# design 1

Fig. 1: design 1, the clock network
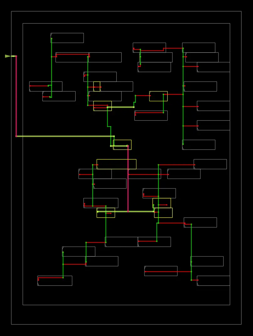

$ cat src/rtl/fifo_arbiter.sv
// Round-robin arbiter draining four source FIFOs into one destination FIFO.
// Latency: read_enable in cycle N, word pushed (write_enable/data_out) in N+2.
// Backpressure: dest_almost_full or init blocks new pops; up to 2 in-flight words still complete.
module fifo_arbiter #(
  parameter int TAMANO_DATOS = 10,
  parameter int N_FUENTES    = 4
) (
  input  logic                    clk,
  input  logic                    reset,
  input  logic                    init,
  input  logic [7:0]              umbral_alto_in,
  input  logic [7:0]              umbral_bajo_in,
  input  logic [N_FUENTES-1:0]    empty,
  input  logic [TAMANO_DATOS-1:0] data_in0,
  input  logic [TAMANO_DATOS-1:0] data_in1,
  input  logic [TAMANO_DATOS-1:0] data_in2,
  input  logic [TAMANO_DATOS-1:0] data_in3,
  input  logic                    dest_almost_full,
  input  logic                    dest_full,
  output logic [N_FUENTES-1:0]    read_enable,
  output logic                    write_enable,
  output logic [TAMANO_DATOS-1:0] data_out,
  output logic [7:0]              umbral_alto,
  output logic [7:0]              umbral_bajo,
  output logic [1:0]              state,
  output logic                    error
);

  // Source index is 2 bits wide because the block serves exactly four sources.
  typedef enum logic [1:0] {
    ST_RESET  = 2'd0,
    ST_INIT   = 2'd1,
    ST_IDLE   = 2'd2,
    ST_ACTIVE = 2'd3
  } state_t;

  state_t                  state_q;
  state_t                  state_d;
  logic [1:0]              last_grant;
  logic [1:0]              grant_idx;
  logic [1:0]              scan_idx;
  logic                    grant_vld;
  logic                    any_ready;
  logic                    pop_ok;
  logic                    s1_vld;
  logic [1:0]              s1_sel;
  logic                    s2_vld;
  logic [TAMANO_DATOS-1:0] data_mux;
  logic [7:0]              umbral_alto_q;
  logic [7:0]              umbral_bajo_q;
  logic [TAMANO_DATOS-1:0] data_out_q;
  logic                    error_q;

  assign any_ready = ~&empty;

  // State register.
  always_ff @(posedge clk or negedge reset) begin
    if (!reset) begin
      state_q <= ST_RESET;
    end else begin
      state_q <= state_d;
    end
  end

  // Next-state logic; init overrides every other transition out of IDLE/ACTIVE.
  always_comb begin
    state_d = state_q;
    case (state_q)
      ST_RESET:  state_d = ST_INIT;
      ST_INIT:   if (!init) state_d = ST_IDLE;
      ST_IDLE: begin
        if (init)                                state_d = ST_INIT;
        else if (any_ready && !dest_almost_full) state_d = ST_ACTIVE;
      end
      ST_ACTIVE: begin
        if (init)                                state_d = ST_INIT;
        else if (!any_ready || dest_almost_full) state_d = ST_IDLE;
      end
      default:   state_d = ST_RESET;
    endcase
  end

  // Round-robin search: first non-empty source after the last one served.
  always_comb begin
    grant_vld = 1'b0;
    grant_idx = last_grant;
    scan_idx  = last_grant;
    for (int k = 1; k <= N_FUENTES; k++) begin
      scan_idx = last_grant + 2'(k);
      if (!grant_vld && !empty[scan_idx]) begin
        grant_vld = 1'b1;
        grant_idx = scan_idx;
      end
    end
  end

  // Pop strobe: IDLE covers the IDLE->ACTIVE cycle, since IDLE with a ready
  // source and no backpressure always moves to ACTIVE on the next edge.
  always_comb begin
    pop_ok      = ((state_q == ST_ACTIVE) || (state_q == ST_IDLE)) && !init && !dest_almost_full;
    read_enable = '0;
    if (pop_ok && grant_vld) begin
      read_enable = N_FUENTES'(1) << grant_idx;
    end
  end

  // Remember the most recently served source for the round-robin pointer.
  always_ff @(posedge clk or negedge reset) begin
    if (!reset) begin
      last_grant <= 2'd3;
    end else if (|read_enable) begin
      last_grant <= grant_idx;
    end
  end

  // Pick the word of the source popped in the previous cycle.
  always_comb begin
    data_mux = data_in0;
    case (s1_sel)
      2'd0:    data_mux = data_in0;
      2'd1:    data_mux = data_in1;
      2'd2:    data_mux = data_in2;
      default: data_mux = data_in3;
    endcase
  end

  // Two-stage pop pipeline: stage 1 waits for the source's registered output,
  // stage 2 presents the captured word to the destination.
  always_ff @(posedge clk or negedge reset) begin
    if (!reset) begin
      s1_vld     <= 1'b0;
      s1_sel     <= 2'd0;
      s2_vld     <= 1'b0;
      data_out_q <= '0;
    end else begin
      s1_vld <= |read_enable;
      s1_sel <= grant_idx;
      s2_vld <= s1_vld;
      if (s1_vld) begin
        data_out_q <= data_mux;
      end
    end
  end

  // Thresholds follow the inputs while configuring and hold otherwise.
  always_ff @(posedge clk or negedge reset) begin
    if (!reset) begin
      umbral_alto_q <= 8'd0;
      umbral_bajo_q <= 8'd0;
    end else if (state_q == ST_INIT) begin
      umbral_alto_q <= umbral_alto_in;
      umbral_bajo_q <= umbral_bajo_in;
    end
  end

  // Sticky overflow: a push presented while the destination reports full.
  always_ff @(posedge clk or negedge reset) begin
    if (!reset) begin
      error_q <= 1'b0;
    end else if (s2_vld && dest_full) begin
      error_q <= 1'b1;
    end
  end

  assign write_enable = s2_vld;
  assign data_out     = data_out_q;
  assign umbral_alto  = umbral_alto_q;
  assign umbral_bajo  = umbral_bajo_q;
  assign state        = state_q;
  assign error        = error_q;

endmodule

$ cat config.mk
export PLATFORM = sky130hd
export DESIGN_NAME = fifo_arbiter
export DESIGN_NICKNAME = d
export VERILOG_FILES = /design/src/rtl/fifo_arbiter.sv
export SDC_FILE = /design/constraint.sdc
export NUM_CORES = 1
export LEC_CHECK = 0
export CORE_ASPECT_RATIO = 1.4
export CORE_MARGIN = 3
export CORE_UTILIZATION = 35
export CTS_CLUSTER_DIAMETER = 200
export DETAILED_ROUTE_END_ITERATION = 12
export DONT_BUFFER_PORTS = 1
export HOLD_SLACK_MARGIN = 0.03
export MAX_ROUTING_LAYER = met4
export PLACE_DENSITY_LB_ADDON = 0.05
export SKIP_CTS_REPAIR_TIMING = 1
export SYNTH_ARGS = -nofsm -noshare
export SYNTH_HDL_FRONTEND = slang
export SYNTH_SLANG_ARGS = --single-unit
$ cat constraint.sdc
create_clock -name clk -period 2.07 [get_ports clk]
set_input_delay 0.5175 -clock clk [delete_from_list [all_inputs] [get_ports clk]]
set_output_delay 0.5175 -clock clk [all_outputs]
set_load 0.02 [all_outputs]
# design 2

**config.mk**
```make
export PLATFORM = sky130hd
export DESIGN_NAME = control_sequencer_flat
export DESIGN_NICKNAME = d
export VERILOG_FILES = /design/src/rtl/cs_pkg.sv /design/src/rtl/control_sequencer_if.sv /design/src/rtl/cs_alu.sv /design/src/rtl/control_sequencer.sv /design/src/flat_wrapper.sv
export SDC_FILE = /design/constraint.sdc
export NUM_CORES = 1
export LEC_CHECK = 0
export CORE_ASPECT_RATIO = 0.6
export CORE_MARGIN = 5
export CORE_UTILIZATION = 40
export CTS_CLUSTER_DIAMETER = 150
export DETAILED_ROUTE_END_ITERATION = 10
export GPL_ROUTABILITY_DRIVEN = 1
export PLACE_DENSITY = 0.61
export SYNTH_ARGS = -nofsm -noshare
export SYNTH_HDL_FRONTEND = slang
export SYNTH_SLANG_ARGS = --single-unit
```
**constraint.sdc**
```tcl
create_clock -name clk -period 2.9 [get_ports clk]
set_input_delay 0.29 -clock clk [delete_from_list [all_inputs] [get_ports clk]]
set_output_delay 0.29 -clock clk [all_outputs]
set_load 0.01 [all_outputs]
```
**src/rtl/cs_pkg.sv**
```systemverilog
// cs_pkg: shared definitions for the control sequencer.
//   - opcode constants for the 4-bit opcode field
//   - 3-bit FSM state encoding
//   - instruction field bit positions
//   - small opcode classification helpers
package cs_pkg;

    localparam logic [3:0] OP_NOP  = 4'h0;
    localparam logic [3:0] OP_ADD  = 4'h1;
    localparam logic [3:0] OP_SUB  = 4'h2;
    localparam logic [3:0] OP_AND  = 4'h3;
    localparam logic [3:0] OP_OR   = 4'h4;
    localparam logic [3:0] OP_XOR  = 4'h5;
    localparam logic [3:0] OP_LDI  = 4'h6;
    localparam logic [3:0] OP_ADDI = 4'h7;
    localparam logic [3:0] OP_MOV  = 4'h8;
    localparam logic [3:0] OP_BEQ  = 4'h9;
    localparam logic [3:0] OP_JMP  = 4'hA;
    localparam logic [3:0] OP_HALT = 4'hF;

    // Instruction field positions (imm overlaps rs2 by design)
    localparam int OP_MSB  = 23;
    localparam int OP_LSB  = 20;
    localparam int RD_MSB  = 19;
    localparam int RD_LSB  = 15;
    localparam int RS1_MSB = 14;
    localparam int RS1_LSB = 10;
    localparam int RS2_MSB = 9;
    localparam int RS2_LSB = 5;
    localparam int IMM_MSB = 9;
    localparam int IMM_LSB = 2;

    typedef enum logic [2:0] {
        ST_FETCH  = 3'd0,
        ST_DECODE = 3'd1,
        ST_READ   = 3'd2,
        ST_EXEC   = 3'd3,
        ST_WB     = 3'd4,
        ST_HALT   = 3'd5
    } state_t;

    // Opcodes that produce a register file write (ADD through MOV)
    function automatic logic is_write_op(input logic [3:0] op);
        return (op >= OP_ADD) && (op <= OP_MOV);
    endfunction

    // Opcodes B..E are undefined
    function automatic logic is_illegal_op(input logic [3:0] op);
        return (op >= 4'hB) && (op <= 4'hE);
    endfunction

endpackage

```
**src/rtl/control_sequencer_if.sv**
```systemverilog
// control_sequencer_if: instruction memory handshake plus register file
// read/write ports of the sequencer.
//   master: sequencer side (drives req/addr, read addrs, write port)
//   slave : memory / register file side (drives ack/data, read data)
interface control_sequencer_if;
    logic        imem_req;
    logic [7:0]  imem_addr;
    logic        imem_ack;
    logic [23:0] imem_data;
    logic [7:0]  a1;
    logic [7:0]  a2;
    logic [7:0]  a3;
    logic        reg_read_en;
    logic [7:0]  rd1;
    logic [7:0]  rd2;
    logic [7:0]  write_data;
    logic        reg_write_en;

    modport master (
        output imem_req, imem_addr, a1, a2, a3, reg_read_en, write_data, reg_write_en,
        input  imem_ack, imem_data, rd1, rd2
    );

    modport slave (
        input  imem_req, imem_addr, a1, a2, a3, reg_read_en, write_data, reg_write_en,
        output imem_ack, imem_data, rd1, rd2
    );
endinterface

```
**src/rtl/cs_alu.sv**
```systemverilog
// cs_alu: combinational ALU for the sequencer EXEC path.
//   op     in  4  opcode
//   a, b   in  8  latched operands (rs1, rs2)
//   imm    in  8  immediate field
//   result out 8  modulo-256 result
//   eq     out 1  a == b (BEQ condition)
module cs_alu
    import cs_pkg::*;
(
    input  logic [3:0] op,
    input  logic [7:0] a,
    input  logic [7:0] b,
    input  logic [7:0] imm,
    output logic [7:0] result,
    output logic       eq
);

    assign eq = (a == b);

    // Operation select; non-writing opcodes yield zero
    always_comb begin
        result = 8'h00;
        case (op)
            OP_ADD:  result = a + b;
            OP_SUB:  result = a - b;
            OP_AND:  result = a & b;
            OP_OR:   result = a | b;
            OP_XOR:  result = a ^ b;
            OP_LDI:  result = imm;
            OP_ADDI: result = a + imm;
            OP_MOV:  result = a;
            default: result = 8'h00;
        endcase
    end

endmodule

```
**src/rtl/control_sequencer.sv**
```systemverilog
// control_sequencer: multi-cycle FETCH/DECODE/READ/EXEC/WB sequencer.
//   clk, rst_n : clock, asynchronous active-low reset
//   bus        : master side of control_sequencer_if (imem handshake,
//                register file read addresses/enable, write port)
//   halted     : high from HALT execution until reset
//   illegal    : one-cycle pulse in EXEC for opcodes B..E
// All outputs are registers; enables are loaded from the next state so they
// line up with the state they belong to.
module control_sequencer
    import cs_pkg::*;
(
    input  logic                      clk,
    input  logic                      rst_n,
    control_sequencer_if.master       bus,
    output logic                      halted,
    output logic                      illegal
);

    state_t      state_r;
    state_t      state_nx_s;
    logic [7:0]  pc_r;
    // ir bits [1:0] carry no field, so they are not stored
    logic [23:2] ir_r;
    logic [7:0]  a1_r, a2_r, a3_r;
    logic [7:0]  op_a_r, op_b_r;
    logic [7:0]  result_r;
    logic        taken_r;
    logic        imem_req_r;
    logic        read_en_r;
    logic        write_en_r;
    logic        halted_r;
    logic        illegal_r;

    logic [3:0]  op_s;
    logic [7:0]  imm_s;
    logic [7:0]  alu_result_s;
    logic        alu_eq_s;

    assign op_s  = ir_r[OP_MSB:OP_LSB];
    assign imm_s = ir_r[IMM_MSB:IMM_LSB];

    cs_alu u_alu (
        .op     (op_s),
        .a      (op_a_r),
        .b      (op_b_r),
        .imm    (imm_s),
        .result (alu_result_s),
        .eq     (alu_eq_s)
    );

    // FSM state register
    always_ff @(posedge clk or negedge rst_n) begin
        if (!rst_n) begin
            state_r <= ST_FETCH;
        end else begin
            state_r <= state_nx_s;
        end
    end

    // FSM next-state logic
    always_comb begin
        state_nx_s = state_r;
        case (state_r)
            ST_FETCH: begin
                if (bus.imem_ack) begin
                    state_nx_s = ST_DECODE;
                end else begin
                    state_nx_s = ST_FETCH;
                end
            end
            ST_DECODE: state_nx_s = ST_READ;
            ST_READ:   state_nx_s = ST_EXEC;
            ST_EXEC: begin
                if (op_s == OP_HALT) begin
                    state_nx_s = ST_HALT;
                end else begin
                    state_nx_s = ST_WB;
                end
            end
            ST_WB:     state_nx_s = ST_FETCH;
            ST_HALT:   state_nx_s = ST_HALT;
            default:   state_nx_s = ST_FETCH;
        endcase
    end

    // Datapath registers and registered outputs
    always_ff @(posedge clk or negedge rst_n) begin
        if (!rst_n) begin
            pc_r       <= 8'h00;
            ir_r       <= 22'h0;
            a1_r       <= 8'h00;
            a2_r       <= 8'h00;
            a3_r       <= 8'h00;
            op_a_r     <= 8'h00;
            op_b_r     <= 8'h00;
            result_r   <= 8'h00;
            taken_r    <= 1'b0;
            imem_req_r <= 1'b0;
            read_en_r  <= 1'b0;
            write_en_r <= 1'b0;
            halted_r   <= 1'b0;
            illegal_r  <= 1'b0;
        end else begin
            imem_req_r <= (state_nx_s == ST_FETCH);
            read_en_r  <= (state_nx_s == ST_READ);
            write_en_r <= (state_nx_s == ST_WB) && is_write_op(op_s);
            halted_r   <= (state_nx_s == ST_HALT);
            illegal_r  <= (state_nx_s == ST_EXEC) && is_illegal_op(op_s);

            if ((state_r == ST_FETCH) && bus.imem_ack) begin
                ir_r <= bus.imem_data[23:2];
            end
            if (state_r == ST_DECODE) begin
                a1_r <= {3'b000, ir_r[RS1_MSB:RS1_LSB]};
                a2_r <= {3'b000, ir_r[RS2_MSB:RS2_LSB]};
                a3_r <= {3'b000, ir_r[RD_MSB:RD_LSB]};
            end
            // Operands are captured here, so rd==rs1 still sees the old value
            if (state_r == ST_READ) begin
                op_a_r <= bus.rd1;
                op_b_r <= bus.rd2;
            end
            if (state_r == ST_EXEC) begin
                result_r <= alu_result_s;
                taken_r  <= (op_s == OP_JMP) || ((op_s == OP_BEQ) && alu_eq_s);
            end
            if (state_r == ST_WB) begin
                pc_r <= taken_r ? imm_s : (pc_r + 8'd1);
            end
        end
    end

    assign bus.imem_req     = imem_req_r;
    assign bus.imem_addr    = pc_r;
    assign bus.a1           = a1_r;
    assign bus.a2           = a2_r;
    assign bus.a3           = a3_r;
    assign bus.reg_read_en  = read_en_r;
    assign bus.write_data   = result_r;
    assign bus.reg_write_en = write_en_r;
    assign halted           = halted_r;
    assign illegal          = illegal_r;

endmodule

```
**src/flat_wrapper.sv**
```systemverilog
// flat-port wrapper written by rule: the top's interface ports become plain ports
module control_sequencer_flat import cs_pkg::*;
  (clk, rst_n, halted, illegal, bus_imem_req, bus_imem_addr, bus_a1, bus_a2, bus_a3, bus_reg_read_en, bus_write_data, bus_reg_write_en, bus_imem_ack, bus_imem_data, bus_rd1, bus_rd2);
  control_sequencer_if bus_i ();
  input  logic clk;
  input  logic rst_n;
  output logic halted;
  output logic illegal;
  output wire logic [$bits(bus_i.imem_req)-1:0] bus_imem_req;
  output wire logic [$bits(bus_i.imem_addr)-1:0] bus_imem_addr;
  output wire logic [$bits(bus_i.a1)-1:0] bus_a1;
  output wire logic [$bits(bus_i.a2)-1:0] bus_a2;
  output wire logic [$bits(bus_i.a3)-1:0] bus_a3;
  output wire logic [$bits(bus_i.reg_read_en)-1:0] bus_reg_read_en;
  output wire logic [$bits(bus_i.write_data)-1:0] bus_write_data;
  output wire logic [$bits(bus_i.reg_write_en)-1:0] bus_reg_write_en;
  input wire logic [$bits(bus_i.imem_ack)-1:0] bus_imem_ack;
  input wire logic [$bits(bus_i.imem_data)-1:0] bus_imem_data;
  input wire logic [$bits(bus_i.rd1)-1:0] bus_rd1;
  input wire logic [$bits(bus_i.rd2)-1:0] bus_rd2;
  assign bus_imem_req = bus_i.imem_req;
  assign bus_imem_addr = bus_i.imem_addr;
  assign bus_a1 = bus_i.a1;
  assign bus_a2 = bus_i.a2;
  assign bus_a3 = bus_i.a3;
  assign bus_reg_read_en = bus_i.reg_read_en;
  assign bus_write_data = bus_i.write_data;
  assign bus_reg_write_en = bus_i.reg_write_en;
  assign bus_i.imem_ack = bus_imem_ack;
  assign bus_i.imem_data = bus_imem_data;
  assign bus_i.rd1 = bus_rd1;
  assign bus_i.rd2 = bus_rd2;
  control_sequencer u_core (.clk(clk), .rst_n(rst_n), .bus(bus_i), .halted(halted), .illegal(illegal));
endmodule
```
Fig. 2: design 1, cell classes on the final placement
Scale bar: 20 µm.
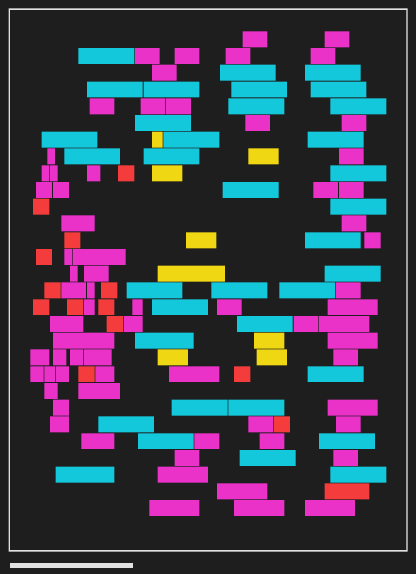
yellow -> clock drivers and dummy loads  # cells 8
cyan -> sequential cells  # cells 35
red -> remaining buffers and delay cells  # cells 14
magenta -> combinational and other logic  # cells 68

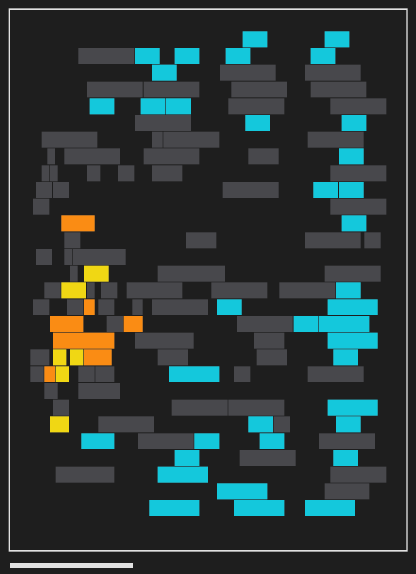
Fig. 3. Gate-type map (design 1).
Scale bar: 20 µm.
orange -> aoi and oai cells  # cells 7, where middle left
cyan -> mux cells  # cells 37
yellow -> and/or cells  # cells 6

## Picture notes: Fig. 1
Num CTS Buffers: 5
Worst Skew: 4.33 ps
clk latency of the worst-skew pair: 280 ps
Clock net power: 0.621 mW
clk_buf instances: 6

==> out/summary.txt, design 1 <==
Routed WL: 3540 µm
failing checks: negative setup slack
Final WS setup: -253 ps
Non-clk invs: 2
Logic Gate Count: 66
Routed met3 length: 437 µm
n_diodes: 0
setup TNS: -849 ps
Comb/total area: 0.401
met3 usage: 0.0603
CP Max Fanout: 8
Tapcells: 62
Worst VDD drop: 0.544 mV
combinational gate area: 801 µm²
NumNets Final: 189
synth warn: 0
flip-flops: 35
Die X: 64.4 µm
Area contributors post-synth: dfrtp_1, mux2_2, mux4_2
Yosys chip area: 0.00167 mm²
max layer used: met4
# rows: 29
Adder Area Share: 0
initial drt markers: 21
Final setup violation count: 4
Max-cap violations: 0
Slew headroom: 0.645
clk slew on worst S/H paths: 70 ps
Final Hold Viols: 0
Synth Seq Share: 0.526
I/O Buffers: 0
clock share of power: 0.232
fin crit share: 1.12
Area Growth Syn to Fin: 19.8%
critical path cell sequence: nor3b_4 > o41ai_4 > buf_4 > nor4b_4 > buf_4
most frequent logic cell in the layout: dfrtp_1
cell area after layout: 0.00200 mm²
share of layout cells above drive strength 1: 0.576
Worst setup SP type: register
fillers: 445
ys flops: 35
first-pass GRT wire length: 5100 µm
Setup crit end kind: output port
FF-to-FF path depth: 6
highest clock rate: 431 MHz
Worst Setup EP: read_enable[2]
sw power: 0.901 mW
kind of critical path: reg2out
area fraction in compound gates: 0.0510
fp_density: 0.365
antenna violations before repair: 0
Syn Nets: 173
hold crit path type: in2async
synth cell count leaders: dfrtp_1, mux2_2, mux4_2
Post-synth EDFFs: 0
Met1 Routed Length: 1250 µm
Seq power: 1.29 mW
stage-log warning count: 28
RR Endpoint: last_grant[1]$_DFFE_PN1P_
Mapped Avg Cell Area: 15.5 µm²
total number of vias: 978
Final GP Congestion: 0.709
status: complete, but fails checks
max reg flops: 10
Num Clock Sinks: 35
Commonest flop: dfrtp_1
NonClk Buf Share: 0.0588
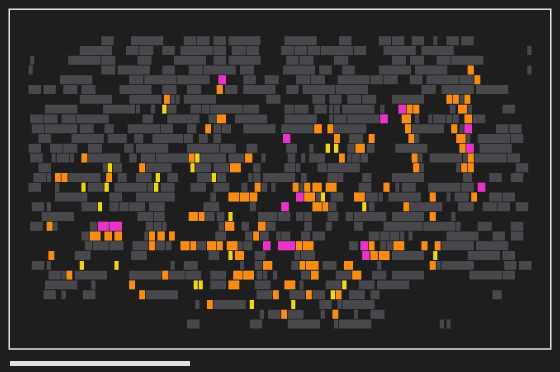
Fig. 4. Gate-type map (design 2).
Scale bar: 50 µm.
yellow -> inv cells  # cells 25
magenta -> and/or cells  # cells 15
orange -> aoi and oai cells  # cells 104

==> out/summary.txt, design 2 <==
status: completed
clk slew on worst S/H paths: 60 ps
Power Internal: 4.38 mW
GR Overflow Total: 0
Critical Path RT: 3090 ps
Worst Tran Pin Value: 1010 ps
Buffers, non-clock: 92
postcts setup bufs: 0
Synth async-reset ratio: 1.00
worst slack, placed: 206 ps
CP peak stage delay: 660 ps
Finished Core Util: 0.524
DP Area: 0.00567 mm²
Post-synth EDFFs: 0
Tapcells: 160
delay-heaviest family, CP: AND-OR/OR-AND gates
initial drt markers: 233
number of gates resized after CTS: 0
crit path DAT: 2960 ps
slowest stage cell, crit path: a2111oi_0
switching share of power: 0.425
Longest Clk Path Bufs: 2
die y size: 94.3 µm
clk_buf instances: 10
Commonest flop: dfrtp_1
Post-CTS Hold Fix Bufs: 0
Layout clock area frac: 0.0538
NumNets Final: 631
Yosys chip area: 0.00473 mm²
Synth mux share: 0.113
combinational gate area: 0.00255 mm²
Comb pwr share: 0.555
CP bufs+invs: 1
fin crit share: 0.958
Netlist cell types: 59
Non-clk invs: 25
Die X: 150 µm
cell leakage power: 2.56 nW
antenna violations before repair: 0
IO Count: 88
number of routed nets with antenna violations: 0
hold crit path type: in2async
Clock net power: 1.23 mW
first-pass GRT wire length: 21300 µm
share of layout cells above drive strength 1: 0.154
post-synthesis cell count: 476
Biggest register: u_core.ir_r
xor+xnor area frac: 0.0130
Min Hold Slack: 118 ps
Final min period: 2780 ps
fp_density: 0.413
Setup crit end kind: register
Area Growth Syn to Fin: 26.7%
synth cell count leaders: dfrtp_1, o21ai_0, mux2_2

==> screenshots <==
Floorplan with the power grid.
Pins as bars on the die edge. Tap cells in grey.
image #1
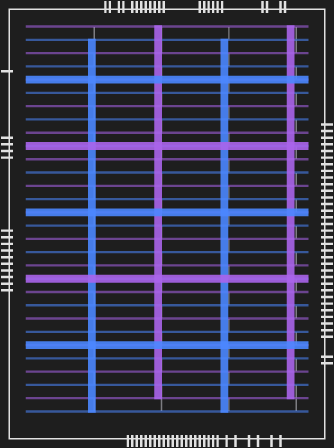
image #2
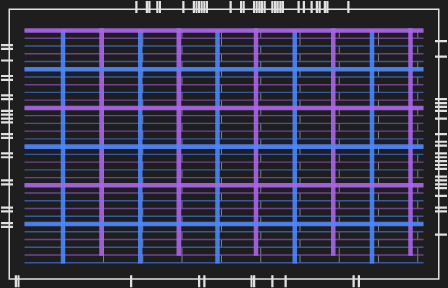
Of these, largest die: image #2
- design 2 = image #2
- design 1 = image #1

Key to image #1:
purple -> VDD
blue -> VSS
met1 rails = 30
met5 straps = 5
met4 straps = 4


# design 3

Fig. 5: design 3, the clock network
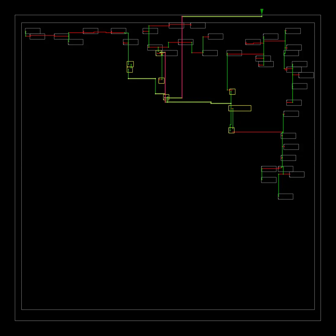

File: config.mk
export PLATFORM = sky130hd
export DESIGN_NAME = barrel_shift_arbiter
export DESIGN_NICKNAME = d
export VERILOG_FILES = /design/src/rtl/bs_arb_pkg.sv /design/src/rtl/barrel_shift_arbiter_core.sv /design/src/rtl/barrel_shift_arbiter.sv
export SDC_FILE = /design/constraint.sdc
export NUM_CORES = 1
export LEC_CHECK = 0
export CAP_MARGIN = 20
export CELL_PAD_IN_SITES_DETAIL_PLACEMENT = 0
export CELL_PAD_IN_SITES_GLOBAL_PLACEMENT = 1
export CORE_MARGIN = 3
export CORE_UTILIZATION = 36
export CTS_BUF_LIST = sky130_fd_sc_hd__clkbuf_4
export DETAILED_ROUTE_END_ITERATION = 6
export GPL_TIMING_DRIVEN = 0
export PLACE_DENSITY = 0.89
export SLEW_MARGIN = 25
export SYNTH_ARGS = -nofsm -noshare
export SYNTH_HDL_FRONTEND = slang
export SYNTH_HIERARCHICAL = 1
export SYNTH_SLANG_ARGS = --single-unit
File: constraint.sdc
create_clock -name clk -period 6.5 [get_ports clk]
set_input_delay 1.3 -clock clk [delete_from_list [all_inputs] [get_ports clk]]
set_output_delay 1.3 -clock clk [all_outputs]
set_load 0.005 [all_outputs]
File: src/rtl/bs_arb_pkg.sv
`default_nettype none
// ============================================================================
// Module      : bs_arb_pkg
// Description : Shared constants and the round-robin pick function used by
//               the barrel-shift arbiter and its shift core.
//               Contents:
//                 DIR_LEFT / DIR_RIGHT : direction encodings
//                 DW_DEFAULT / SHW     : default data width and shift width
//                 rr_pick()            : one-hot round-robin grant (up to 8)
// Revision    : 1.0 - initial release
// ============================================================================
package bs_arb_pkg;

    localparam logic    DIR_LEFT   = 1'b0;
    localparam logic    DIR_RIGHT  = 1'b1;
    localparam int      DW_DEFAULT = 32;
    localparam int      SHW        = 5;
    localparam int      NREQ_MAX   = 8;

    // Returns a one-hot vector marking the first set bit of valid[nreq-1:0],
    // searching upward from ptr and wrapping at nreq. Bits at or above nreq
    // are never considered, so unused requester slots can never win.
    function automatic logic [NREQ_MAX-1:0] rr_pick(
        input logic [NREQ_MAX-1:0] valid,
        input logic [2:0]          ptr,
        input int                  nreq
    );
        logic [NREQ_MAX-1:0] grant;
        logic                found;
        int                  idx;
        grant = '0;
        found = 1'b0;
        for (int k = 0; k < NREQ_MAX; k++) begin
            if (k < nreq) begin
                // ptr < nreq and k < nreq, so one subtraction wraps correctly
                idx = int'(ptr) + k;
                if (idx >= nreq) begin
                    idx = idx - nreq;
                end
                if (!found && valid[idx[2:0]]) begin
                    grant[idx[2:0]] = 1'b1;
                    found           = 1'b1;
                end
            end
        end
        return grant;
    endfunction

endpackage : bs_arb_pkg
`default_nettype wire

File: src/rtl/barrel_shift_arbiter_core.sv
`default_nettype none
// ============================================================================
// Module      : bs_shifter (+ bs_rot_core when BS_ARB_ROTATE_EN is defined)
// Description : Combinational logarithmic barrel shifter, logical shift with
//               zero fill. i_dir = 1 shifts right, 0 shifts left.
//               Ports (bs_shifter):
//                 i_data  [DW-1:0]  operand
//                 i_dir             direction
//                 i_shift [SHW-1:0] shift amount (modulo DW)
//                 o_data  [DW-1:0]  result
//               Macro BS_ARB_ROTATE_EN additionally builds bs_rot_core, which
//               wraps two shifter instances and adds an i_rot select that
//               turns the operation into a rotate in i_dir.
// Revision    : 1.0 - initial release
// ============================================================================
module bs_shifter
    import bs_arb_pkg::*;
#(
    parameter int DW  = DW_DEFAULT,
    parameter int SHW_P = $clog2(DW)
) (
    input  logic [DW-1:0]    i_data,
    input  logic             i_dir,
    input  logic [SHW_P-1:0] i_shift,
    output logic [DW-1:0]    o_data
);

    logic [DW-1:0] w_stage;

    // One conditional stage per shift-amount bit, stage s moves by 2**s.
    always_comb begin
        w_stage = i_data;
        for (int s = 0; s < SHW_P; s++) begin
            if (i_shift[s]) begin
                if (i_dir == DIR_RIGHT) begin
                    w_stage = w_stage >> (1 << s);
                end else begin
                    w_stage = w_stage << (1 << s);
                end
            end
        end
        o_data = w_stage;
    end

endmodule : bs_shifter

`ifdef BS_ARB_ROTATE_EN
module bs_rot_core
    import bs_arb_pkg::*;
#(
    parameter int DW  = DW_DEFAULT,
    parameter int SHW_P = $clog2(DW)
) (
    input  logic [DW-1:0]    i_data,
    input  logic             i_dir,
    input  logic [SHW_P-1:0] i_shift,
    input  logic             i_rot,
    output logic [DW-1:0]    o_data
);

    logic [DW-1:0]    w_main;
    logic [DW-1:0]    w_wrap;
    logic [SHW_P-1:0] w_comp;

    // The bits pushed out by the main shift re-enter from the opposite side:
    // shift the other way by (DW - n) mod DW. For n = 0 both paths equal
    // i_data, so the OR still passes data through unchanged.
    assign w_comp = ~i_shift + SHW_P'(1);

    bs_shifter #(.DW(DW), .SHW_P(SHW_P)) u_main (
        .i_data  (i_data),
        .i_dir   (i_dir),
        .i_shift (i_shift),
        .o_data  (w_main)
    );

    bs_shifter #(.DW(DW), .SHW_P(SHW_P)) u_wrap (
        .i_data  (i_data),
        .i_dir   (~i_dir),
        .i_shift (w_comp),
        .o_data  (w_wrap)
    );

    assign o_data = i_rot ? (w_main | w_wrap) : w_main;

endmodule : bs_rot_core
`endif
`default_nettype wire

File: src/rtl/barrel_shift_arbiter.sv
`default_nettype none
// ============================================================================
// Module      : barrel_shift_arbiter
// Description : Round-robin arbiter sharing one barrel shifter among NREQ
//               valid/ready requesters; the winner's result is registered
//               into a single output slot together with its ID.
//               Ports:
//                 clk, rst                 clock, synchronous active-high reset
//                 req_valid/req_ready      per-requester handshake (grant one-hot)
//                 req_dir/req_shift/req_data per-requester operation, packed
//                 resp_valid/resp_ready    result-slot handshake
//                 resp_data/resp_id        result and producing requester
//               Macro BS_ARB_ROTATE_EN adds req_rot (rotate instead of shift)
//               and resp_rot (registered rotate flag).
// Revision    : 1.0 - initial release
// ============================================================================
module barrel_shift_arbiter
    import bs_arb_pkg::*;
#(
    parameter int NREQ = 4,
    parameter int DW   = DW_DEFAULT,
    parameter int IDW  = 2
) (
    input  logic                   clk,
    input  logic                   rst,
    input  logic [NREQ-1:0]        req_valid,
    input  logic [NREQ-1:0]        req_dir,
    input  logic [NREQ*$clog2(DW)-1:0] req_shift,
    input  logic [NREQ*DW-1:0]     req_data,
`ifdef BS_ARB_ROTATE_EN
    input  logic [NREQ-1:0]        req_rot,
    output logic                   resp_rot,
`endif
    output logic [NREQ-1:0]        req_ready,
    output logic                   resp_valid,
    input  logic                   resp_ready,
    output logic [DW-1:0]          resp_data,
    output logic [IDW-1:0]         resp_id
);

    localparam int c_SHW = $clog2(DW);

    logic            r_resp_valid_q, w_resp_valid_d;
    logic [DW-1:0]   r_resp_data_q,  w_resp_data_d;
    logic [IDW-1:0]  r_resp_id_q,    w_resp_id_d;
    logic [IDW-1:0]  r_rr_ptr_q,     w_rr_ptr_d;

    logic            w_slot_free;
    logic [NREQ-1:0] w_grant;
    logic            w_any_grant;
    logic [IDW-1:0]  w_gidx;
    logic [DW-1:0]   w_op_data;
    logic            w_op_dir;
    logic [c_SHW-1:0] w_op_shift;
    logic [DW-1:0]   w_shift_out;

    // ------------------------------------------------------------------
    // Grant: a pure function of req_valid, pointer and slot state. Reset
    // blocks it so nothing is accepted while the slot is being cleared.
    // ------------------------------------------------------------------
    always_comb begin
        w_slot_free = !r_resp_valid_q || resp_ready;
        w_grant     = '0;
        if (!rst && w_slot_free) begin
            w_grant = NREQ'(rr_pick(NREQ_MAX'(req_valid), 3'(r_rr_ptr_q), NREQ));
        end
        w_any_grant = |w_grant;
    end

    assign req_ready = w_grant;

    // One-hot grant to index and operand selection.
    always_comb begin
        w_gidx     = '0;
        w_op_data  = '0;
        w_op_dir   = DIR_LEFT;
        w_op_shift = '0;
        for (int i = 0; i < NREQ; i++) begin
            if (w_grant[i]) begin
                w_gidx     = IDW'(i);
                w_op_data  = req_data[i*DW +: DW];
                w_op_dir   = req_dir[i];
                w_op_shift = req_shift[i*c_SHW +: c_SHW];
            end
        end
    end

`ifdef BS_ARB_ROTATE_EN
    logic r_resp_rot_q, w_resp_rot_d;
    logic w_op_rot;

    always_comb begin
        w_op_rot = 1'b0;
        for (int i = 0; i < NREQ; i++) begin
            if (w_grant[i]) begin
                w_op_rot = req_rot[i];
            end
        end
    end

    bs_rot_core #(.DW(DW), .SHW_P(c_SHW)) u_core (
        .i_data  (w_op_data),
        .i_dir   (w_op_dir),
        .i_shift (w_op_shift),
        .i_rot   (w_op_rot),
        .o_data  (w_shift_out)
    );

    always_comb begin
        w_resp_rot_d = r_resp_rot_q;
        if (w_any_grant) begin
            w_resp_rot_d = w_op_rot;
        end
    end

    always_ff @(posedge clk) begin
        if (rst) begin
            r_resp_rot_q <= 1'b0;
        end else begin
            r_resp_rot_q <= w_resp_rot_d;
        end
    end

    assign resp_rot = r_resp_rot_q;
`else
    bs_shifter #(.DW(DW), .SHW_P(c_SHW)) u_core (
        .i_data  (w_op_data),
        .i_dir   (w_op_dir),
        .i_shift (w_op_shift),
        .o_data  (w_shift_out)
    );
`endif

    // ------------------------------------------------------------------
    // Slot and pointer next state. A grant always overwrites the slot
    // (covers drain-and-refill in one cycle); a drain without a grant only
    // clears valid so data/id keep their last values.
    // ------------------------------------------------------------------
    always_comb begin
        w_resp_valid_d = r_resp_valid_q;
        w_resp_data_d  = r_resp_data_q;
        w_resp_id_d    = r_resp_id_q;
        w_rr_ptr_d     = r_rr_ptr_q;
        if (w_any_grant) begin
            w_resp_valid_d = 1'b1;
            w_resp_data_d  = w_shift_out;
            w_resp_id_d    = w_gidx;
            w_rr_ptr_d     = (w_gidx == IDW'(NREQ - 1)) ? '0 : w_gidx + IDW'(1);
        end else if (r_resp_valid_q && resp_ready) begin
            w_resp_valid_d = 1'b0;
        end
    end

    always_ff @(posedge clk) begin
        if (rst) begin
            r_resp_valid_q <= 1'b0;
            r_resp_data_q  <= '0;
            r_resp_id_q    <= '0;
            r_rr_ptr_q     <= '0;
        end else begin
            r_resp_valid_q <= w_resp_valid_d;
            r_resp_data_q  <= w_resp_data_d;
            r_resp_id_q    <= w_resp_id_d;
            r_rr_ptr_q     <= w_rr_ptr_d;
        end
    end

    assign resp_valid = r_resp_valid_q;
    assign resp_data  = r_resp_data_q;
    assign resp_id    = r_resp_id_q;

endmodule : barrel_shift_arbiter
`default_nettype wire

# design 4

===== config.mk =====
export PLATFORM = sky130hd
export DESIGN_NAME = mem_access_ctrl_flat
export DESIGN_NICKNAME = d
export VERILOG_FILES = /design/src/rtl/mem_access_ctrl_if.sv /design/src/rtl/mem_access_ctrl.sv /design/src/flat_wrapper.sv
export SDC_FILE = /design/constraint.sdc
export NUM_CORES = 1
export LEC_CHECK = 0
export ABC_AREA = 1
export CORE_MARGIN = 10
export CORE_UTILIZATION = 40
export DETAILED_ROUTE_END_ITERATION = 7
export PLACE_DENSITY_LB_ADDON = 0.1
export SLEW_MARGIN = 15
export SYNTH_ARGS = -nofsm -noshare
export SYNTH_HDL_FRONTEND = slang
export SYNTH_SLANG_ARGS = --single-unit

===== constraint.sdc =====
create_clock -name clk -period 2.6 [get_ports clk]
set_input_delay 0.39 -clock clk [delete_from_list [all_inputs] [get_ports clk]]
set_output_delay 0.39 -clock clk [all_outputs]
set_load 0.02 [all_outputs]

===== src/rtl/mem_access_ctrl_if.sv =====
// Core and loader request/response bundle for the memory access controller.
// The master modport is the requester side (core pipeline / program loader);
// the slave modport is the controller side.
interface mem_access_ctrl_if;
    logic        core_req;
    logic        core_we;
    logic [1:0]  core_len;
    logic        core_sign;
    logic [31:0] core_addr;
    logic [31:0] core_wdata;
    logic [31:0] core_rdata;
    logic        core_ready;
    logic        core_err;
    logic        core_stall;
    logic        ld_req;
    logic [31:0] ld_addr;
    logic [31:0] ld_wdata;
    logic        ld_ack;

    modport master (
        output core_req, core_we, core_len, core_sign, core_addr, core_wdata,
        output ld_req, ld_addr, ld_wdata,
        input  core_rdata, core_ready, core_err, core_stall, ld_ack
    );

    modport slave (
        input  core_req, core_we, core_len, core_sign, core_addr, core_wdata,
        input  ld_req, ld_addr, ld_wdata,
        output core_rdata, core_ready, core_err, core_stall, ld_ack
    );
endinterface


===== src/rtl/mem_access_ctrl.sv =====
// Memory access sequencer/arbiter between the CPU core, the program loader,
// the word-wide data RAM and the board MMIO (switches, button, LEDs).
// Sub-word stores are done as read-modify-write; loads are lane-extracted
// and sign/zero extended. The loader has fixed priority over the core.
module mem_access_ctrl #(
    parameter int ADDR_W = 14,
    parameter int LED_W  = 16,
    parameter int SW_W   = 16
) (
    input  logic               clk,
    input  logic               rst,
    mem_access_ctrl_if.slave   bus,
    output logic [ADDR_W-1:0]  ram_addr,
    output logic [31:0]        ram_din,
    output logic               ram_we,
    input  logic [31:0]        ram_dout,
    input  logic [SW_W-1:0]    sw_in,
    input  logic               btn_in,
    output logic [LED_W-1:0]   led_out
);

    localparam logic [2:0] ST_IDLE    = 3'd0;
    localparam logic [2:0] ST_RD_ADDR = 3'd1;
    localparam logic [2:0] ST_RD_DATA = 3'd2;
    localparam logic [2:0] ST_WRITE   = 3'd3;
    localparam logic [2:0] ST_RESP    = 3'd4;

    // Half needs even address, word needs 4-byte alignment; len 3 acts as word.
    function automatic logic is_misaligned(input logic [1:0] len, input logic [1:0] off);
        return ((len == 2'd1) && off[0]) || (len[1] && (off != 2'b00));
    endfunction

    // Shift the addressed lane down and extend it to 32 bits.
    function automatic logic [31:0] load_extract(input logic [31:0] src, input logic [1:0] len,
                                                 input logic sign, input logic [1:0] off);
        logic [31:0] sh_s;
        logic [31:0] res_s;
        case (len)
            2'd0: begin
                sh_s  = src >> {off, 3'b000};
                res_s = {{24{sign & sh_s[7]}}, sh_s[7:0]};
            end
            2'd1: begin
                sh_s  = src >> {off[1], 4'b0000};
                res_s = {{16{sign & sh_s[15]}}, sh_s[15:0]};
            end
            default: begin
                sh_s  = src;
                res_s = src;
            end
        endcase
        return res_s;
    endfunction

    // Replace the addressed byte/half of the old word, little-endian lanes.
    function automatic logic [31:0] store_merge(input logic [31:0] old, input logic [15:0] wd,
                                                input logic [1:0] len, input logic [1:0] off);
        logic [31:0] mask_s;
        logic [31:0] data_s;
        case (len)
            2'd0: begin
                mask_s = 32'h0000_00FF << {off, 3'b000};
                data_s = {24'h00_0000, wd[7:0]} << {off, 3'b000};
            end
            2'd1: begin
                mask_s = 32'h0000_FFFF << {off[1], 4'b0000};
                data_s = {16'h0000, wd} << {off[1], 4'b0000};
            end
            default: begin
                mask_s = 32'hFFFF_FFFF;
                data_s = {16'h0000, wd};
            end
        endcase
        return (old & ~mask_s) | (data_s & mask_s);
    endfunction

    // Byte writes hit the low or high LED byte by addr[0]; wider writes load 16 bits.
    function automatic logic [15:0] led_merge(input logic [15:0] old, input logic [15:0] wd,
                                              input logic [1:0] len, input logic a0);
        logic [15:0] res_s;
        case (len)
            2'd0:    res_s = a0 ? {wd[7:0], old[7:0]} : {old[15:8], wd[7:0]};
            default: res_s = wd;
        endcase
        return res_s;
    endfunction

    logic [2:0]        state_r;
    logic [2:0]        state_nx_s;
    logic              owner_ld_r;
    logic              we_r;
    logic [1:0]        len_r;
    logic              sign_r;
    logic [ADDR_W+1:0] addr_r;
    logic [15:0]       wdata_r;
    logic [31:0]       ram_din_r;
    logic              ram_we_r;
    logic [31:0]       core_rdata_r;
    logic              core_ready_r;
    logic              core_err_r;
    logic              ld_ack_r;
    logic [LED_W-1:0]  led_r;
    logic              core_mis_s;
    logic [31:0]       mmio_rd_s;
    logic              unused_ok_s;

    assign core_mis_s = is_misaligned(bus.core_len, bus.core_addr[1:0]);

    // Upper address bits beyond the RAM window and the loader byte offset are don't-care.
    assign unused_ok_s = ^{bus.core_addr[30:ADDR_W+2], bus.ld_addr[30:ADDR_W+2], bus.ld_addr[1:0]};

    assign ram_addr        = addr_r[ADDR_W+1:2];
    assign ram_din         = ram_din_r;
    assign ram_we          = ram_we_r;
    assign led_out         = led_r;
    assign bus.core_rdata  = core_rdata_r;
    assign bus.core_ready  = core_ready_r;
    assign bus.core_err    = core_err_r;
    assign bus.ld_ack      = ld_ack_r;
    assign bus.core_stall  = bus.core_req & ~core_ready_r;

    // MMIO read source selected by addr[5:4], sampled live at the accept edge.
    always_comb begin
        mmio_rd_s = 32'h0000_0000;
        case (bus.core_addr[5:4])
            2'b00:   mmio_rd_s = 32'(sw_in);
            2'b01:   mmio_rd_s = 32'(led_r);
            2'b10:   mmio_rd_s = {31'h0000_0000, btn_in};
            default: mmio_rd_s = 32'h0000_0000;
        endcase
    end

    // Next-state: loader first in IDLE, then path chosen by target and access kind.
    always_comb begin
        state_nx_s = state_r;
        case (state_r)
            ST_IDLE: begin
                if (bus.ld_req) begin
                    if (bus.ld_addr[31]) begin
                        state_nx_s = ST_RESP;
                    end else begin
                        state_nx_s = ST_WRITE;
                    end
                end else if (bus.core_req) begin
                    if (core_mis_s || bus.core_addr[31]) begin
                        state_nx_s = ST_RESP;
                    end else if (bus.core_we && bus.core_len[1]) begin
                        state_nx_s = ST_WRITE;
                    end else begin
                        state_nx_s = ST_RD_ADDR;
                    end
                end else begin
                    state_nx_s = ST_IDLE;
                end
            end
            ST_RD_ADDR: state_nx_s = ST_RD_DATA;
            ST_RD_DATA: begin
                if (we_r) begin
                    state_nx_s = ST_WRITE;
                end else begin
                    state_nx_s = ST_RESP;
                end
            end
            ST_WRITE: state_nx_s = ST_RESP;
            ST_RESP:  state_nx_s = ST_IDLE;
            default:  state_nx_s = ST_IDLE;
        endcase
    end

    // State, request capture, RAM write data and all registered responses.
    always_ff @(posedge clk) begin
        if (!rst) begin
            state_r      <= ST_IDLE;
            owner_ld_r   <= 1'b0;
            we_r         <= 1'b0;
            len_r        <= 2'd0;
            sign_r       <= 1'b0;
            addr_r       <= '0;
            wdata_r      <= 16'h0000;
            ram_din_r    <= 32'h0000_0000;
            ram_we_r     <= 1'b0;
            core_rdata_r <= 32'h0000_0000;
            core_ready_r <= 1'b0;
            core_err_r   <= 1'b0;
            ld_ack_r     <= 1'b0;
            led_r        <= '0;
        end else begin
            state_r      <= state_nx_s;
            ram_we_r     <= (state_nx_s == ST_WRITE);
            core_rdata_r <= 32'h0000_0000;
            core_ready_r <= 1'b0;
            core_err_r   <= 1'b0;
            ld_ack_r     <= 1'b0;
            case (state_r)
                ST_IDLE: begin
                    if (bus.ld_req) begin
                        owner_ld_r <= 1'b1;
                        we_r       <= 1'b1;
                        len_r      <= 2'd2;
                        sign_r     <= 1'b0;
                        addr_r     <= bus.ld_addr[ADDR_W+1:0];
                        wdata_r    <= bus.ld_wdata[15:0];
                        ram_din_r  <= bus.ld_wdata;
                        ld_ack_r   <= bus.ld_addr[31];
                    end else if (bus.core_req) begin
                        owner_ld_r <= 1'b0;
                        we_r       <= bus.core_we;
                        len_r      <= bus.core_len;
                        sign_r     <= bus.core_sign;
                        addr_r     <= bus.core_addr[ADDR_W+1:0];
                        wdata_r    <= bus.core_wdata[15:0];
                        ram_din_r  <= bus.core_wdata;
                        if (core_mis_s) begin
                            core_err_r   <= 1'b1;
                            core_ready_r <= 1'b1;
                        end else if (bus.core_addr[31]) begin
                            core_ready_r <= 1'b1;
                            if (bus.core_we) begin
                                if (bus.core_addr[5:4] == 2'b01) begin
                                    led_r <= LED_W'(led_merge(16'(led_r), bus.core_wdata[15:0],
                                                              bus.core_len, bus.core_addr[0]));
                                end
                            end else begin
                                core_rdata_r <= load_extract(mmio_rd_s, bus.core_len,
                                                             bus.core_sign, bus.core_addr[1:0]);
                            end
                        end
                    end
                end
                ST_RD_DATA: begin
                    if (we_r) begin
                        ram_din_r <= store_merge(ram_dout, wdata_r, len_r, addr_r[1:0]);
                    end else begin
                        core_rdata_r <= load_extract(ram_dout, len_r, sign_r, addr_r[1:0]);
                        core_ready_r <= 1'b1;
                    end
                end
                ST_WRITE: begin
                    if (owner_ld_r) begin
                        ld_ack_r <= 1'b1;
                    end else begin
                        core_ready_r <= 1'b1;
                    end
                end
                default: begin
                end
            endcase
        end
    end

endmodule

===== src/flat_wrapper.sv =====
// flat-port wrapper written by rule: the top's interface ports become plain ports
module mem_access_ctrl_flat 
#(
    parameter int ADDR_W = 14,
    parameter int LED_W  = 16,
    parameter int SW_W   = 16
)
  (clk, rst, ram_addr, ram_din, ram_we, ram_dout, sw_in, btn_in, led_out, bus_core_req, bus_core_we, bus_core_len, bus_core_sign, bus_core_addr, bus_core_wdata, bus_ld_req, bus_ld_addr, bus_ld_wdata, bus_core_rdata, bus_core_ready, bus_core_err, bus_core_stall, bus_ld_ack);
  mem_access_ctrl_if bus_i ();
  input  logic clk;
  input  logic rst;
  output logic [ADDR_W-1:0] ram_addr;
  output logic [31:0] ram_din;
  output logic ram_we;
  input  logic [31:0] ram_dout;
  input  logic [SW_W-1:0] sw_in;
  input  logic btn_in;
  output logic [LED_W-1:0] led_out;
  input wire logic [$bits(bus_i.core_req)-1:0] bus_core_req;
  input wire logic [$bits(bus_i.core_we)-1:0] bus_core_we;
  input wire logic [$bits(bus_i.core_len)-1:0] bus_core_len;
  input wire logic [$bits(bus_i.core_sign)-1:0] bus_core_sign;
  input wire logic [$bits(bus_i.core_addr)-1:0] bus_core_addr;
  input wire logic [$bits(bus_i.core_wdata)-1:0] bus_core_wdata;
  input wire logic [$bits(bus_i.ld_req)-1:0] bus_ld_req;
  input wire logic [$bits(bus_i.ld_addr)-1:0] bus_ld_addr;
  input wire logic [$bits(bus_i.ld_wdata)-1:0] bus_ld_wdata;
  output wire logic [$bits(bus_i.core_rdata)-1:0] bus_core_rdata;
  output wire logic [$bits(bus_i.core_ready)-1:0] bus_core_ready;
  output wire logic [$bits(bus_i.core_err)-1:0] bus_core_err;
  output wire logic [$bits(bus_i.core_stall)-1:0] bus_core_stall;
  output wire logic [$bits(bus_i.ld_ack)-1:0] bus_ld_ack;
  assign bus_i.core_req = bus_core_req;
  assign bus_i.core_we = bus_core_we;
  assign bus_i.core_len = bus_core_len;
  assign bus_i.core_sign = bus_core_sign;
  assign bus_i.core_addr = bus_core_addr;
  assign bus_i.core_wdata = bus_core_wdata;
  assign bus_i.ld_req = bus_ld_req;
  assign bus_i.ld_addr = bus_ld_addr;
  assign bus_i.ld_wdata = bus_ld_wdata;
  assign bus_core_rdata = bus_i.core_rdata;
  assign bus_core_ready = bus_i.core_ready;
  assign bus_core_err = bus_i.core_err;
  assign bus_core_stall = bus_i.core_stall;
  assign bus_ld_ack = bus_i.ld_ack;
  mem_access_ctrl #(.ADDR_W(ADDR_W), .LED_W(LED_W), .SW_W(SW_W)) u_core (.clk(clk), .rst(rst), .bus(bus_i), .ram_addr(ram_addr), .ram_din(ram_din), .ram_we(ram_we), .ram_dout(ram_dout), .sw_in(sw_in), .btn_in(btn_in), .led_out(led_out));
endmodule

# design 5

==> config.mk <==
export PLATFORM = sky130hd
export DESIGN_NAME = mag_compare_seq_flat
export DESIGN_NICKNAME = d
export VERILOG_FILES = /design/src/rtl/mag_compare_seq_if.sv /design/src/rtl/mag_compare_seq.sv /design/src/flat_wrapper.sv
export SDC_FILE = /design/constraint.sdc
export NUM_CORES = 1
export LEC_CHECK = 0
export CAP_MARGIN = 25
export CORE_AREA = 2 2 99 53
export CTS_CLUSTER_SIZE = 12
export DETAILED_ROUTE_END_ITERATION = 10
export DIE_AREA = 0 0 101 55
export GPL_ROUTABILITY_DRIVEN = 1
export PLACE_DENSITY = 0.71
export SETUP_SLACK_MARGIN = 0.5
export SLEW_MARGIN = 20
export SYNTH_ARGS = -nofsm -noshare
export SYNTH_HDL_FRONTEND = slang
export SYNTH_SLANG_ARGS = --single-unit
==> constraint.sdc <==
create_clock -name clk -period 2.6 [get_ports clk]
set_clock_uncertainty 0.1 [all_clocks]
set_input_delay 0.78 -clock clk [delete_from_list [all_inputs] [get_ports clk]]
set_output_delay 0.78 -clock clk [all_outputs]
set_load 0.05 [all_outputs]
==> src/rtl/mag_compare_seq_if.sv <==
// Operand/result handshake bundle for the sequential magnitude comparator.
interface mag_compare_seq_if #(
  parameter int unsigned WIDTH = 16,
  parameter int unsigned DIGIT = 4
);
  localparam int unsigned NDIG = WIDTH / DIGIT;
  localparam int unsigned CW   = $clog2(NDIG + 1);

  logic             in_valid;
  logic             in_ready;
  logic [WIDTH-1:0] a;
  logic [WIDTH-1:0] b;
  logic             signed_mode;
  logic             out_valid;
  logic             out_ready;
  logic             g;
  logic             l;
  logic             e;
  logic [CW-1:0]    cycles;

  // Producer/consumer side: supplies operands and accepts results.
  modport master (
    output in_valid, a, b, signed_mode, out_ready,
    input  in_ready, out_valid, g, l, e, cycles
  );

  // Comparator side.
  modport slave (
    input  in_valid, a, b, signed_mode, out_ready,
    output in_ready, out_valid, g, l, e, cycles
  );
endinterface

==> src/rtl/mag_compare_seq.sv <==
// Sequential MSB-first magnitude comparator producing one-hot g/l/e flags,
// DIGIT bits per cycle, with valid/ready handshakes on operands and result.
module mag_compare_seq #(
  parameter int unsigned WIDTH      = 16,
  parameter int unsigned DIGIT      = 4,
  parameter int unsigned EARLY_EXIT = 1
) (
  input  logic             clk,
  input  logic             rst_n,
  mag_compare_seq_if.slave bus
);
  localparam int unsigned NDIG = WIDTH / DIGIT;
  localparam int unsigned IW   = (NDIG > 1) ? $clog2(NDIG) : 1;
  localparam int unsigned CW   = $clog2(NDIG + 1);

  // Flipping the sign bit maps two's complement onto offset binary, so
  // the scan itself is always an unsigned compare.
  localparam logic [WIDTH-1:0] MSB_MASK = WIDTH'(1) << (WIDTH - 1);

  localparam logic [1:0] S_IDLE = 2'd0;
  localparam logic [1:0] S_SCAN = 2'd1;
  localparam logic [1:0] S_DONE = 2'd2;

  logic [1:0]       state_q, state_d;
  logic [WIDTH-1:0] a_q, a_d;
  logic [WIDTH-1:0] b_q, b_d;
  logic [IW-1:0]    idx_q, idx_d;
  logic [CW-1:0]    cnt_q, cnt_d;
  logic             g_q, g_d;
  logic             l_q, l_d;
  logic             e_q, e_d;
  logic             in_ready_q, in_ready_d;
  logic             out_valid_q, out_valid_d;

  logic [DIGIT-1:0] a_dig;
  logic [DIGIT-1:0] b_dig;
  logic             hit;
  logic             new_diff;

  // Current digit under comparison and whether a difference is already latched.
  assign a_dig    = DIGIT'(a_q >> (32'(idx_q) * DIGIT));
  assign b_dig    = DIGIT'(b_q >> (32'(idx_q) * DIGIT));
  assign hit      = g_q | l_q;
  assign new_diff = !hit && (a_dig != b_dig);

  // State register and datapath registers.
  always_ff @(posedge clk or negedge rst_n) begin
    if (!rst_n) begin
      state_q     <= S_IDLE;
      a_q         <= '0;
      b_q         <= '0;
      idx_q       <= '0;
      cnt_q       <= '0;
      g_q         <= 1'b0;
      l_q         <= 1'b0;
      e_q         <= 1'b0;
      in_ready_q  <= 1'b1;
      out_valid_q <= 1'b0;
    end else begin
      state_q     <= state_d;
      a_q         <= a_d;
      b_q         <= b_d;
      idx_q       <= idx_d;
      cnt_q       <= cnt_d;
      g_q         <= g_d;
      l_q         <= l_d;
      e_q         <= e_d;
      in_ready_q  <= in_ready_d;
      out_valid_q <= out_valid_d;
    end
  end

  // Next-state, digit scan and registered handshake decode.
  always_comb begin
    state_d = state_q;
    a_d     = a_q;
    b_d     = b_q;
    idx_d   = idx_q;
    cnt_d   = cnt_q;
    g_d     = g_q;
    l_d     = l_q;
    e_d     = e_q;

    case (state_q)
      S_IDLE: begin
        if (bus.in_valid) begin
          a_d     = bus.a ^ (bus.signed_mode ? MSB_MASK : '0);
          b_d     = bus.b ^ (bus.signed_mode ? MSB_MASK : '0);
          idx_d   = IW'(NDIG - 1);
          cnt_d   = '0;
          g_d     = 1'b0;
          l_d     = 1'b0;
          e_d     = 1'b0;
          state_d = S_SCAN;
        end
      end
      S_SCAN: begin
        cnt_d = cnt_q + CW'(1);
        if (!hit) begin
          g_d = (a_dig > b_dig);
          l_d = (a_dig < b_dig);
        end
        if ((EARLY_EXIT != 0) && new_diff) begin
          state_d = S_DONE;
        end else if (idx_q == '0) begin
          e_d     = !hit && !new_diff;
          state_d = S_DONE;
        end else begin
          idx_d = idx_q - IW'(1);
        end
      end
      S_DONE: begin
        if (bus.out_ready) begin
          state_d = S_IDLE;
        end
      end
      default: state_d = S_IDLE;
    endcase

    in_ready_d  = (state_d == S_IDLE);
    out_valid_d = (state_d == S_DONE);
  end

  assign bus.in_ready  = in_ready_q;
  assign bus.out_valid = out_valid_q;
  assign bus.g         = g_q;
  assign bus.l         = l_q;
  assign bus.e         = e_q;
  assign bus.cycles    = cnt_q;

endmodule

==> src/flat_wrapper.sv <==
// flat-port wrapper written by rule: the top's interface ports become plain ports
module mag_compare_seq_flat 
#(
  parameter int unsigned WIDTH      = 16,
  parameter int unsigned DIGIT      = 4,
  parameter int unsigned EARLY_EXIT = 1
)
  (clk, rst_n, bus_in_valid, bus_a, bus_b, bus_signed_mode, bus_out_ready, bus_in_ready, bus_out_valid, bus_g, bus_l, bus_e, bus_cycles);
  mag_compare_seq_if #(.WIDTH(WIDTH), .DIGIT(DIGIT)) bus_i ();
  input  logic clk;
  input  logic rst_n;
  input wire logic [$bits(bus_i.in_valid)-1:0] bus_in_valid;
  input wire logic [$bits(bus_i.a)-1:0] bus_a;
  input wire logic [$bits(bus_i.b)-1:0] bus_b;
  input wire logic [$bits(bus_i.signed_mode)-1:0] bus_signed_mode;
  input wire logic [$bits(bus_i.out_ready)-1:0] bus_out_ready;
  output wire logic [$bits(bus_i.in_ready)-1:0] bus_in_ready;
  output wire logic [$bits(bus_i.out_valid)-1:0] bus_out_valid;
  output wire logic [$bits(bus_i.g)-1:0] bus_g;
  output wire logic [$bits(bus_i.l)-1:0] bus_l;
  output wire logic [$bits(bus_i.e)-1:0] bus_e;
  output wire logic [$bits(bus_i.cycles)-1:0] bus_cycles;
  assign bus_i.in_valid = bus_in_valid;
  assign bus_i.a = bus_a;
  assign bus_i.b = bus_b;
  assign bus_i.signed_mode = bus_signed_mode;
  assign bus_i.out_ready = bus_out_ready;
  assign bus_in_ready = bus_i.in_ready;
  assign bus_out_valid = bus_i.out_valid;
  assign bus_g = bus_i.g;
  assign bus_l = bus_i.l;
  assign bus_e = bus_i.e;
  assign bus_cycles = bus_i.cycles;
  mag_compare_seq #(.WIDTH(WIDTH), .DIGIT(DIGIT), .EARLY_EXIT(EARLY_EXIT)) u_core (.clk(clk), .rst_n(rst_n), .bus(bus_i));
endmodule
Fig. 6: design 3, floorplan with the power grid
Pins as bars on the die edge. Tap cells in grey.
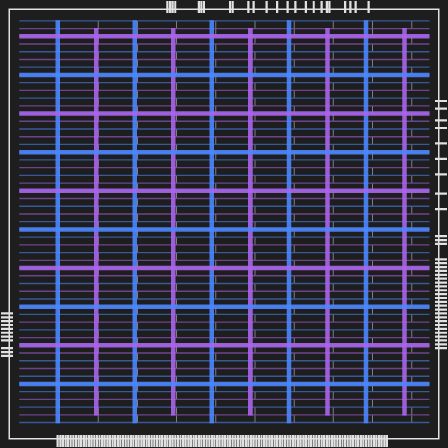
blue -> VSS
purple -> VDD
signal pins = 198
met5 straps = 10
met1 rails = 53
tap cells = 270

Notes on Fig. 5 above:
clk_buf instances: 5
Worst Skew: 8.45 ps
Num CTS Buffers: 5
clk latency of the worst-skew pair: 380 ps
flip-flops: 37

==> out/summary.txt, design 3 <==
status: completed
Top-area cell share: 0.0983
post-synthesis cell count: 1071
Synth async-reset ratio: 0
Commonest flop: dfxtp_1
sequential share of cell area: 0.0731
Met1 Routed Length: 17600 µm
n_diodes: 2
number of gates resized after CTS: 10
Critical Path RT: 6770 ps
Core Box Area: 0.0204 mm²
Routed WL: 42700 µm
most frequent logic cell in the layout: clkdlybuf4s50_1
Final Instance Count excl. Fillers: 1551
kind of critical path: in2reg
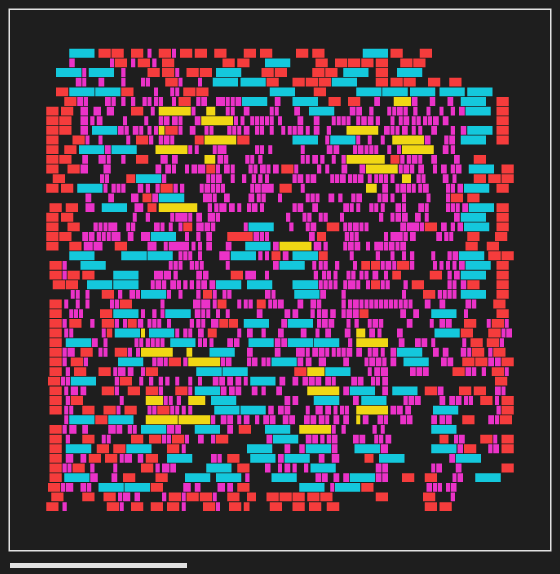
Fig. 7. Cell classes on the final placement (design 4).
Scale bar: 50 µm.
yellow -> clock drivers and dummy loads  # cells 32
red -> remaining buffers and delay cells  # cells 279
cyan -> sequential cells  # cells 124
magenta -> combinational and other logic  # cells 945

==> out/summary.txt, design 4 <==
status: completed
NonClk Buf Share: 0.267
Yosys Instances: 1147
drc violations: 0
Area Growth Syn to Fin: 46.2%
Synth async-reset ratio: 0
Comb/total area: 0.376
FF-to-FF path depth: 7
vias per inst: 5.14
Post-CTS Hold Fix Bufs: 0
Num Clock Sinks: 124
Simple-Gate Fraction of Synth Area: 0.331
Post-synth EDFFs: 0
CP Max Fanout: 4
Routed WL: 29400 µm
Syn Std Cell Area: 0.00700 mm²
combinational gate area: 0.00385 mm²
vias in the first global route: 7897
Final setup violation count: 0
metal2 WL: 13000 µm
highest clock rate: 479 MHz
Commonest flop: dfxtp_1
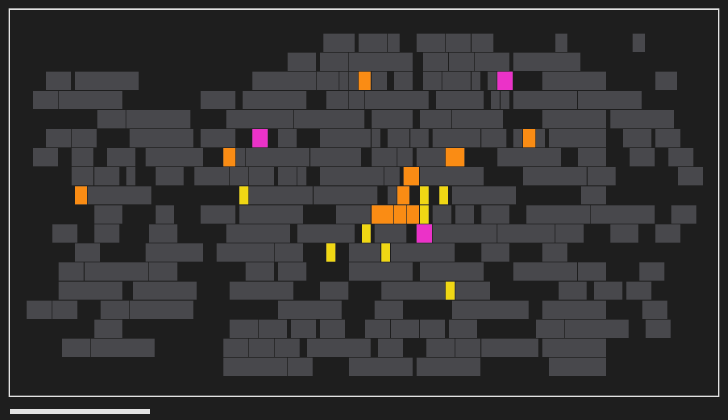
Fig. 8. Gate-type map (design 5).
Scale bar: 20 µm.
magenta -> and/or cells  # cells 3
orange -> aoi and oai cells  # cells 10, where centre
yellow -> inv cells  # cells 8, where centre

==> out/summary.txt, design 5 <==
Inst Count DP: 248
antenna violations before repair: 0
Die X: 101 µm
Buffers, non-clock: 61
RR Endpoint: u_core.idx_q[1]$_DFFE_PN0P_
Num CTS Buffers: 5
Worst setup SP type: register
NumNets Final: 250
Area contributors post-synth: dfrtp_1, mux2_2, mux4_2
setup TNS: 0 ps
Longest Clk Path Bufs: 2
I/O Buffers: 44
total number of vias: 1394
drt pass-1 iters: 4
highest clock rate: 418 MHz
initial drt markers: 53
Syn Std Cell Area: 0.00204 mm²
n_diodes: 0
status: completed
cell area after layout: 0.00291 mm²
area fraction in compound gates: 0.0393
# rows: 18
CP bufs+invs: 1
Syn Nets: 188


==> screenshots <==
Clock distribution.
Plate I
Scale bar: 50 µm.
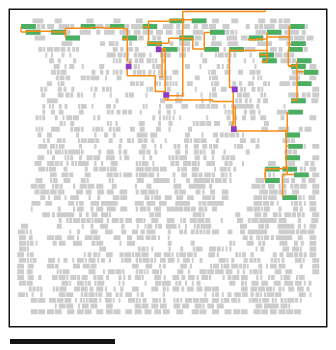
Plate II
Scale bar: 50 µm.
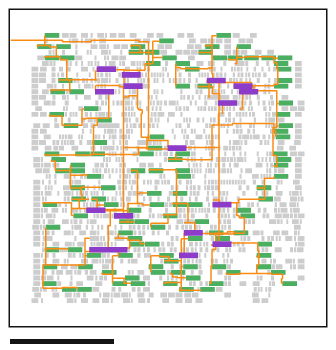
Plate III
Scale bar: 50 µm.
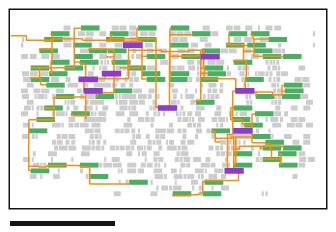
Plate IV
Scale bar: 20 µm.
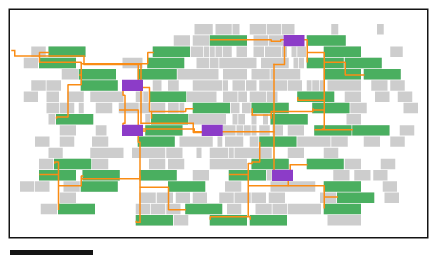
Plate V
Scale bar: 20 µm.
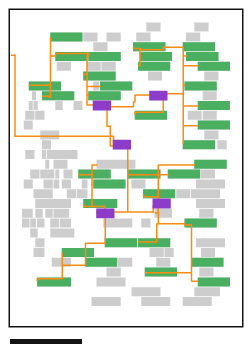
| picture | from |
|---|---|
| Plate II | design 4 |
| Plate V | design 1 |
| Plate IV | design 5 |
| Plate I | design 3 |
| Plate III | design 2 |
- most sequential cells: Plate II


==> layout pictures side by side <==
The clock network.
panel A
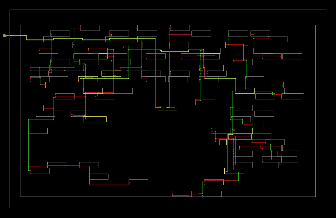
panel B
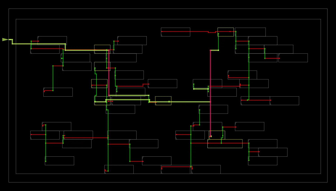
panel C
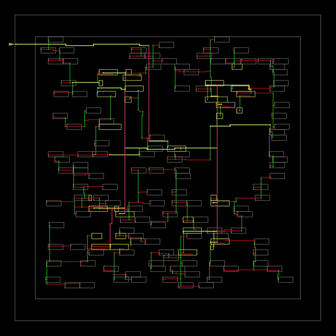
For design 4, see panel C.
For design 2, see panel A.
For design 5, see panel B.

Power and IR drop assume default switching activity.
